######## clz_pipe_flat ########
Figure 1. Sizing map (clz_pipe_flat).
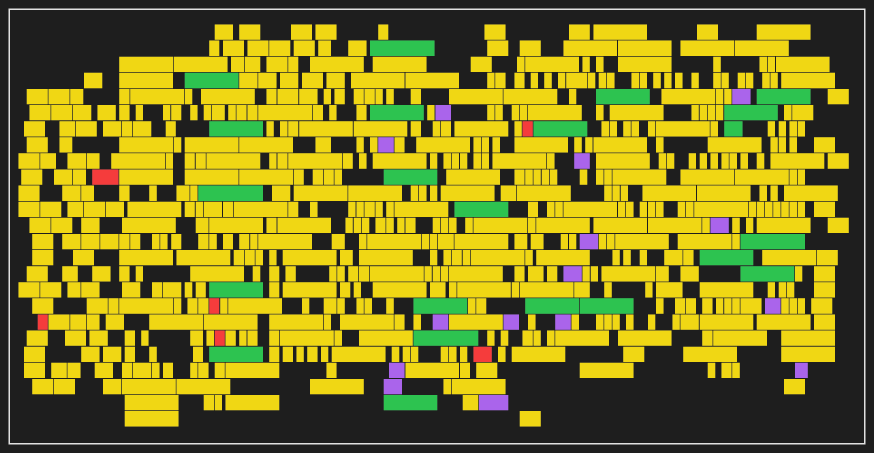

`src/rtl/clz_pkg.sv`:
```
// rtl/clz_pkg.sv - shared constants, width helper and stage payload type for clz_pipe
package clz_pkg;

  localparam logic MODE_CLZ = 1'b0;
  localparam logic MODE_CLO = 1'b1;

  localparam int DEF_WIDTH = 32;
  localparam int DEF_TAG_W = 5;
  localparam int DEF_CNT_W = $clog2(DEF_WIDTH) + 1;

  // Count must reach WIDTH itself, hence one bit more than log2.
  function automatic int cnt_w(input int width);
    return $clog2(width) + 1;
  endfunction

  typedef struct packed {
    logic [DEF_WIDTH-1:0] window;
    logic [DEF_CNT_W-1:0] count;
    logic                 zero;
    logic [DEF_TAG_W-1:0] tag;
  } stagePayloadT;

endpackage

```
`src/rtl/clz_pipe_if.sv`:
```
// rtl/clz_pipe_if.sv - operand/result handshake bundle for clz_pipe
interface clz_pipe_if #(
  parameter int WIDTH = 32,
  parameter int TAG_W = 5
);
  import clz_pkg::*;

  localparam int CNT_W = cnt_w(WIDTH);

  logic             in_valid;
  logic             in_ready;
  logic [WIDTH-1:0] in_data;
  logic             in_mode;
  logic [TAG_W-1:0] in_tag;

  logic             out_valid;
  logic             out_ready;
  logic [CNT_W-1:0] out_count;
  logic             out_zero;
  logic [TAG_W-1:0] out_tag;

  modport master (
    output in_valid, in_data, in_mode, in_tag, out_ready,
    input  in_ready, out_valid, out_count, out_zero, out_tag
  );

  modport slave (
    input  in_valid, in_data, in_mode, in_tag, out_ready,
    output in_ready, out_valid, out_count, out_zero, out_tag
  );

endinterface

```
`src/rtl/clz_stage.sv`:
```
// rtl/clz_stage.sv - one binary-search halving level of the leading-zero count
module clz_stage #(
  parameter int WIN_W = 32,
  parameter int CNT_W = 6
) (
  input  logic [WIN_W-1:0]   winIn,
  input  logic [CNT_W-1:0]   cntIn,
  output logic [WIN_W/2-1:0] winOut,
  output logic [CNT_W-1:0]   cntOut
);
  localparam int HALF = WIN_W / 2;

  logic upperZero;

  assign upperZero = (winIn[WIN_W-1:HALF] == '0);
  assign winOut    = upperZero ? winIn[HALF-1:0] : winIn[WIN_W-1:HALF];
  assign cntOut    = upperZero ? cntIn + CNT_W'(HALF) : cntIn;

endmodule

```
`src/rtl/clz_pipe.sv`:
```
// rtl/clz_pipe.sv - pipelined CLZ/CLO unit with tag pass-through and flush
module clz_pipe
  import clz_pkg::*;
#(
  parameter int WIDTH = 32,
  parameter int TAG_W = 5
) (
  input logic       clock,
  input logic       reset,
  input logic       flush,
  clz_pipe_if.slave io
);
  localparam int L     = $clog2(WIDTH);
  localparam int CNT_W = cnt_w(WIDTH);

  logic                    adv;
  logic [WIDTH-1:0]        w0;
  logic [L-1:0]            stgVld;
  // Windows shrink per stage; stage k sits at offset 2*WIDTH-2*(WIDTH>>k).
  logic [2*WIDTH-3:0]      winQ;
  logic [L-1:0][CNT_W-1:0] cntQ;
  logic [L-1:0][CNT_W-1:0] cntNext;
  logic [L-1:0]            zeroQ;
  logic [L-1:0][TAG_W-1:0] tagQ;
  logic [WIDTH-2:0]        winNext;
  logic [CNT_W-1:0]        finalCnt;

  assign adv         = ~io.out_valid | io.out_ready;
  assign io.in_ready = adv & ~flush;
  assign w0          = (io.in_mode == MODE_CLO) ? ~io.in_data : io.in_data;

  for (genvar k = 0; k < L; k++) begin : g_stage
    localparam int WW   = WIDTH >> k;
    localparam int WOFF = 2 * WIDTH - 2 * WW;
    localparam int NOFF = WIDTH - WW;

    clz_stage #(
      .WIN_W(WW),
      .CNT_W(CNT_W)
    ) u_stage (
      .winIn (winQ[WOFF+WW-1:WOFF]),
      .cntIn (cntQ[k]),
      .winOut(winNext[NOFF+WW/2-1:NOFF]),
      .cntOut(cntNext[k])
    );
  end

  // The surviving single bit still counts as a leading zero when clear.
  assign finalCnt = cntNext[L-1] + {{(CNT_W-1){1'b0}}, ~winNext[WIDTH-2]};

  always_ff @(posedge clock or posedge reset) begin
    if (reset) begin
      stgVld       <= '0;
      winQ         <= '0;
      cntQ         <= '0;
      zeroQ        <= '0;
      tagQ         <= '0;
      io.out_valid <= 1'b0;
      io.out_count <= '0;
      io.out_zero  <= 1'b0;
      io.out_tag   <= '0;
    end else begin
      if (flush) begin
        stgVld       <= '0;
        io.out_valid <= 1'b0;
      end else if (adv) begin
        stgVld       <= {stgVld[L-2:0], io.in_valid};
        io.out_valid <= stgVld[L-1];
      end
      if (adv) begin
        winQ         <= {winNext[WIDTH-3:0], w0};
        cntQ         <= {cntNext[L-2:0], {CNT_W{1'b0}}};
        zeroQ        <= {zeroQ[L-2:0], (w0 == '0)};
        tagQ         <= {tagQ[L-2:0], io.in_tag};
        io.out_count <= finalCnt;
        io.out_zero  <= zeroQ[L-1];
        io.out_tag   <= tagQ[L-1];
      end
    end
  end

endmodule

```
`src/flat_wrapper.sv`:
```
// flat-port wrapper written by rule: the top's interface ports become plain ports
module clz_pipe_flat import clz_pkg::*;
#(
  parameter int WIDTH = 32,
  parameter int TAG_W = 5
)
  (clock, reset, flush, io_in_valid, io_in_data, io_in_mode, io_in_tag, io_out_ready, io_in_ready, io_out_valid, io_out_count, io_out_zero, io_out_tag);
  clz_pipe_if #(.WIDTH(WIDTH), .TAG_W(TAG_W)) io_i ();
  input logic clock;
  input logic reset;
  input logic flush;
  input wire logic [$bits(io_i.in_valid)-1:0] io_in_valid;
  input wire logic [$bits(io_i.in_data)-1:0] io_in_data;
  input wire logic [$bits(io_i.in_mode)-1:0] io_in_mode;
  input wire logic [$bits(io_i.in_tag)-1:0] io_in_tag;
  input wire logic [$bits(io_i.out_ready)-1:0] io_out_ready;
  output wire logic [$bits(io_i.in_ready)-1:0] io_in_ready;
  output wire logic [$bits(io_i.out_valid)-1:0] io_out_valid;
  output wire logic [$bits(io_i.out_count)-1:0] io_out_count;
  output wire logic [$bits(io_i.out_zero)-1:0] io_out_zero;
  output wire logic [$bits(io_i.out_tag)-1:0] io_out_tag;
  assign io_i.in_valid = io_in_valid;
  assign io_i.in_data = io_in_data;
  assign io_i.in_mode = io_in_mode;
  assign io_i.in_tag = io_in_tag;
  assign io_i.out_ready = io_out_ready;
  assign io_in_ready = io_i.in_ready;
  assign io_out_valid = io_i.out_valid;
  assign io_out_count = io_i.out_count;
  assign io_out_zero = io_i.out_zero;
  assign io_out_tag = io_i.out_tag;
  clz_pipe #(.WIDTH(WIDTH), .TAG_W(TAG_W)) u_core (.clock(clock), .reset(reset), .flush(flush), .io(io_i));
endmodule
```
`config.mk`:
```
export PLATFORM = sky130hd
export DESIGN_NAME = clz_pipe_flat
export DESIGN_NICKNAME = d
export VERILOG_FILES = /design/src/rtl/clz_pkg.sv /design/src/rtl/clz_pipe_if.sv /design/src/rtl/clz_stage.sv /design/src/rtl/clz_pipe.sv /design/src/flat_wrapper.sv
export SDC_FILE = /design/constraint.sdc
export NUM_CORES = 1
export LEC_CHECK = 0
export CORE_ASPECT_RATIO = 0.5
export CORE_UTILIZATION = 51
export DETAILED_ROUTE_END_ITERATION = 8
export PLACE_DENSITY = 0.85
export SLEW_MARGIN = 20
export SYNTH_ARGS = -nofsm -noshare
export SYNTH_HDL_FRONTEND = slang
export SYNTH_SLANG_ARGS = --single-unit
```
`constraint.sdc`:
```
create_clock -name clock -period 4 [get_ports clock]
set_input_delay 0.8 -clock clock [delete_from_list [all_inputs] [get_ports clock]]
set_output_delay 0.8 -clock clock [all_outputs]
set_load 0.005 [all_outputs]
```
######## max_pair_feeder ########
## src/rtl/max_pair_feeder.sv

```systemverilog
//==============================================================================
// Module      : max_pair_feeder
// Description : Collects two operands from a valid/ready stream, lets an
//               external comparator judge them for one full cycle, and holds
//               the larger one until the consumer accepts it.
//               Optional MAX_PAIR_COUNT_EN adds a saturating 16-bit
//               completed-pair counter output (pair_count).
// Revision    : 1.0 - initial release
//==============================================================================
`default_nettype none

module max_pair_feeder #(
    parameter int DATA_W = 8
) (
    input  logic              clk,
    input  logic              rst,
    input  logic [DATA_W-1:0] in_data,
    input  logic              in_valid,
    output logic              in_ready,
    output logic [DATA_W-1:0] num1,
    output logic [DATA_W-1:0] num2,
    input  logic              cmp_gt,
    output logic [DATA_W-1:0] out_max,
    output logic              out_first,
    output logic              out_valid,
    input  logic              out_ready
`ifdef MAX_PAIR_COUNT_EN
    ,
    output logic [15:0]       pair_count
`endif
);

    localparam logic [1:0] c_LOAD_A = 2'd0;
    localparam logic [1:0] c_LOAD_B = 2'd1;
    localparam logic [1:0] c_CMP    = 2'd2;
    localparam logic [1:0] c_HOLD   = 2'd3;

    logic [1:0]        r_state;
    logic [1:0]        w_next_state;
    logic [DATA_W-1:0] r_num1;
    logic [DATA_W-1:0] r_num2;
    logic [DATA_W-1:0] r_out_max;
    logic              r_out_first;
    logic              r_out_valid;
    logic              w_in_xfer;
    logic              w_out_xfer;

    // Gated by rst so upstream never sees ready during an asserted reset.
    assign in_ready   = ~rst & ((r_state == c_LOAD_A) | (r_state == c_LOAD_B));
    assign w_in_xfer  = in_valid & in_ready;
    assign w_out_xfer = r_out_valid & out_ready;

    always_ff @(posedge clk or posedge rst) begin
        if (rst) begin
            r_state <= c_LOAD_A;
        end else begin
            r_state <= w_next_state;
        end
    end

    always_comb begin
        w_next_state = r_state;
        case (r_state)
            c_LOAD_A: if (w_in_xfer)  w_next_state = c_LOAD_B;
            c_LOAD_B: if (w_in_xfer)  w_next_state = c_CMP;
            c_CMP:                    w_next_state = c_HOLD;
            c_HOLD:   if (w_out_xfer) w_next_state = c_LOAD_A;
            default:                  w_next_state = c_LOAD_A;
        endcase
    end

    // Operands only move on their own capture edge, so they stay stable
    // through CMP and HOLD for the comparator and the consumer.
    always_ff @(posedge clk or posedge rst) begin
        if (rst) begin
            r_num1      <= '0;
            r_num2      <= '0;
            r_out_max   <= '0;
            r_out_first <= 1'b0;
            r_out_valid <= 1'b0;
        end else begin
            if ((r_state == c_LOAD_A) && w_in_xfer) begin
                r_num1 <= in_data;
            end
            if ((r_state == c_LOAD_B) && w_in_xfer) begin
                r_num2 <= in_data;
            end
            if (r_state == c_CMP) begin
                r_out_first <= cmp_gt;
                r_out_max   <= cmp_gt ? r_num1 : r_num2;
                r_out_valid <= 1'b1;
            end
            if (w_out_xfer) begin
                r_out_valid <= 1'b0;
            end
        end
    end

    assign num1      = r_num1;
    assign num2      = r_num2;
    assign out_max   = r_out_max;
    assign out_first = r_out_first;
    assign out_valid = r_out_valid;

`ifdef MAX_PAIR_COUNT_EN
    logic [15:0] r_pair_count;

    always_ff @(posedge clk or posedge rst) begin
        if (rst) begin
            r_pair_count <= '0;
        end else if (w_out_xfer && (r_pair_count != 16'hFFFF)) begin
            r_pair_count <= r_pair_count + 16'd1;
        end
    end

    assign pair_count = r_pair_count;
`endif

endmodule

`default_nettype wire
```

## config.mk

```make
export PLATFORM = sky130hd
export DESIGN_NAME = max_pair_feeder
export DESIGN_NICKNAME = d
export VERILOG_FILES = /design/src/rtl/max_pair_feeder.sv
export SDC_FILE = /design/constraint.sdc
export NUM_CORES = 1
export LEC_CHECK = 0
export CORE_AREA = 4 4 62 64
export CTS_CLUSTER_DIAMETER = 60
export DETAILED_ROUTE_END_ITERATION = 6
export DIE_AREA = 0 0 66 68
export PLACE_DENSITY = 0.69
export SLEW_MARGIN = 20
export SYNTH_ARGS = -nofsm -noshare
export SYNTH_HDL_FRONTEND = slang
export SYNTH_SLANG_ARGS = --single-unit
```

## constraint.sdc

```tcl
create_clock -name clk -period 1.31 [get_ports clk]
set_input_delay 0.262 -clock clk [delete_from_list [all_inputs] [get_ports clk]]
set_output_delay 0.262 -clock clk [all_outputs]
set_load 0.02 [all_outputs]
```

Figure 2. Wiring heat map (max_pair_feeder).
13 x 14 tiles, from dark blue (low) to red (high), scaled to the fullest tile. Values are wire area over tile area, all layers added.
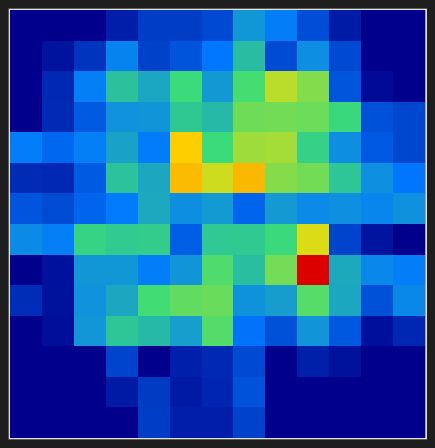
mean over tiles	0.099
fullest tile	0.41
nearly empty tiles	21%
tiles over half the peak	13%
via count: 874
gr usage total: 12.71%

==> ci_impl_report.md, max_pair_feeder <==
## Synthesis and layout report

| Metric | Value |
|---|---|
| Status | finished with violations |
| Failing checks | setup timing |
| Post-route core utilization | between 50% and 60% |
| RSZ-0062 raised after global routing | yes |
| Worst setup margin | -0.2052 ns |
| Cell row count | 21 |
| CTS tree | done |
| Ports | approximately 40 |
| Max Cap Violations | 0 |
| Synth Seq Share | roughly three fifths |
| Worst hold slack | about 0.46 ns |
| Critical path origin | r_state[1]$_DFFE_PP0P_ |
| F_max | roughly 660 MHz |
| ANT nets after route | 0 |
| Top logic family | multiplexers |
| Antenna cells | 0 |
| Chip footprint | around 4500 um2 |
| PortBufs | 39 |
| Fp util | between 30% and 40% |
| Setup violators final | 18 |
| Top cell excl fill/tap | dfrtp_1 |
| DRT iter0 DRCs | 11 |
| Dominant register cell | dfrtp_1 |
| Placed Instances | ~180 |
| Synthesized area per cell | around 13 um2 |
| Core area | 3284 um2 |
-- max_pair_feeder: layout make-up --
type | instances | area share, %
Tap cell | 46 | 3.164
Inverter | 3 | 0.6190
Clock buffer | 3 | 1.238
Multi-Input combinational cell | 58 | 33.77
Timing Repair Buffer | 53 | 22.70
Sequential cell | 28 | 38.51
-- max_pair_feeder: flip-flops by register name, summed over array words and instances (netlist names) --
signal	cells
out_first	1
num1	8
num2	8
out_max	8
r_state	2
out_valid	1
-- max_pair_feeder: tightest hold or removal path, delay by kind of cell --
kind / cells / cell delay [ns]
buffers and inverters: 4 / 0.88
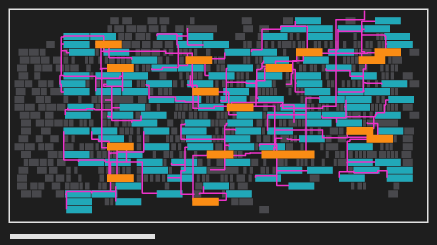
Figure 3: clz_pipe_flat, clock distribution.
Scale bar: 50 um.
[magenta] clock wires | length: 1370 um
[orange] cells driving clock nets | count: 17
[cyan] flip-flops | count: 120
routed clock nets	18
worst-skew pair later-pin latency: 0.41 ns
Final Skew: 0.006763 ns
Clk pwr share: 49.7%

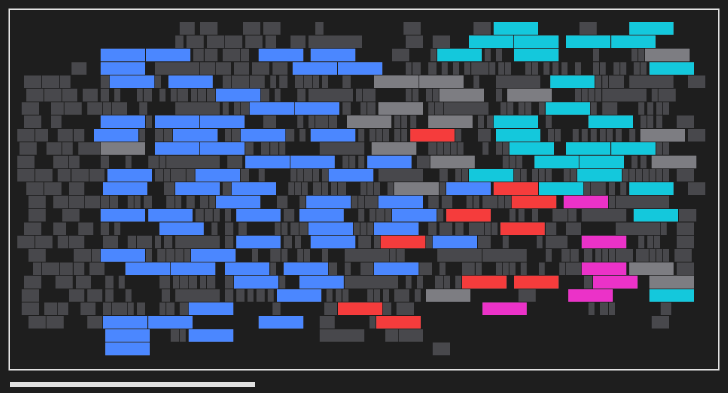
Figure 4: clz_pipe_flat, sequential cells coloured by netlist name.
Scale bar: 50 um. Other sequential cells in the stronger grey, the rest of the logic in the fainter grey.
colour	name in the netlist	placed flops
blue	u_core.winQ	62
red	u_core.cntQ	10
cyan	u_core.tagQ	25
magenta	u_core.io.out_count	6
Register Area: 3003 um2
post-route core utilization: 66.57%
Sequential Power: 1.38 mW
Seq area share: 46.82%

Notes on Figure 1 above:
colour	size	cells
red	drive 2	6
purple	drive 3 to 4	15
yellow	drive 1 or less	580
green	drive 6 and up	22
Non-Clock Buffer Count: 62
worst setup margin: 1.093 ns
post-route cell area: 6414 um2

==> ci_impl_report.md, clz_pipe_flat <==
## Synthesis and layout report

| Metric | Value |
|---|---|
| R2r worst-path depth | 6 |
| GRT Max-Usage Layer | met2 |
| Met2 WL | 4961 um |
| Status | finished, final reports clean |
| PD cells | ~500 nW/um2 |
| Grt met3 use | around 5.6% |
| Sw Pwr | 729.3 uW |
| EDFF count, synth | 0 |
| DRT iter0 DRCs | approximately 310 |
| Top logic family | simple AND/OR/NAND/NOR gates |
| Synthesized area per cell | 9.158 um2 |
| Chip footprint | ~11000 um2 |
| Antenna cells | 0 |
| CP max stage cell | clkdlybuf4s50_1 |
| Critical Path Sink Type | primary output |
| Clock-pin transition on the worst setup and hold timing paths | ~0.05 ns |
| Placed Instances | approximately 730 |
| Max clock buf depth | 2 |
| Setup CP Type | in2out |
| Critical path origin | flush |
## clz_pipe_flat: layout by cell type, fill, tap and decap left out, types with 3 or more instances in the layout
cell             count
a21oi_1             22
buf_4                6
bufinv_16            4
clkbuf_16           17
clkdlybuf4s50_1     55
clkinv_2             3
clkinv_4             5
dfrtp_1            120
mux2i_1              8
nand2_1            231
nand3_1             13
nand4_1             10
nor2_1               6
nor4_1               6
o21ai_0             53
or4_1                9
xnor2_1             34


==> notes/layouts.md <==
Pictures saved along the way, in no particular order.

Placed standard cells.
image #1
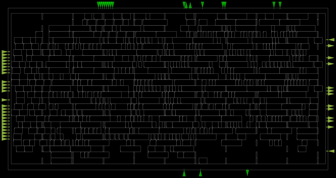
image #2
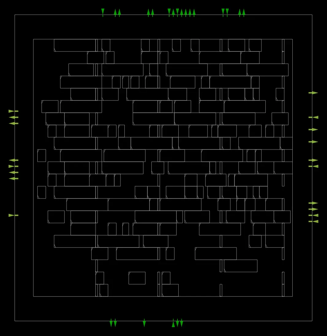
max_pair_feeder: image #2
clz_pipe_flat: image #1
Of these, most sequential cells: image #1
Of these, most cells: image #1

Power is estimated from default activity; no workload was simulated.
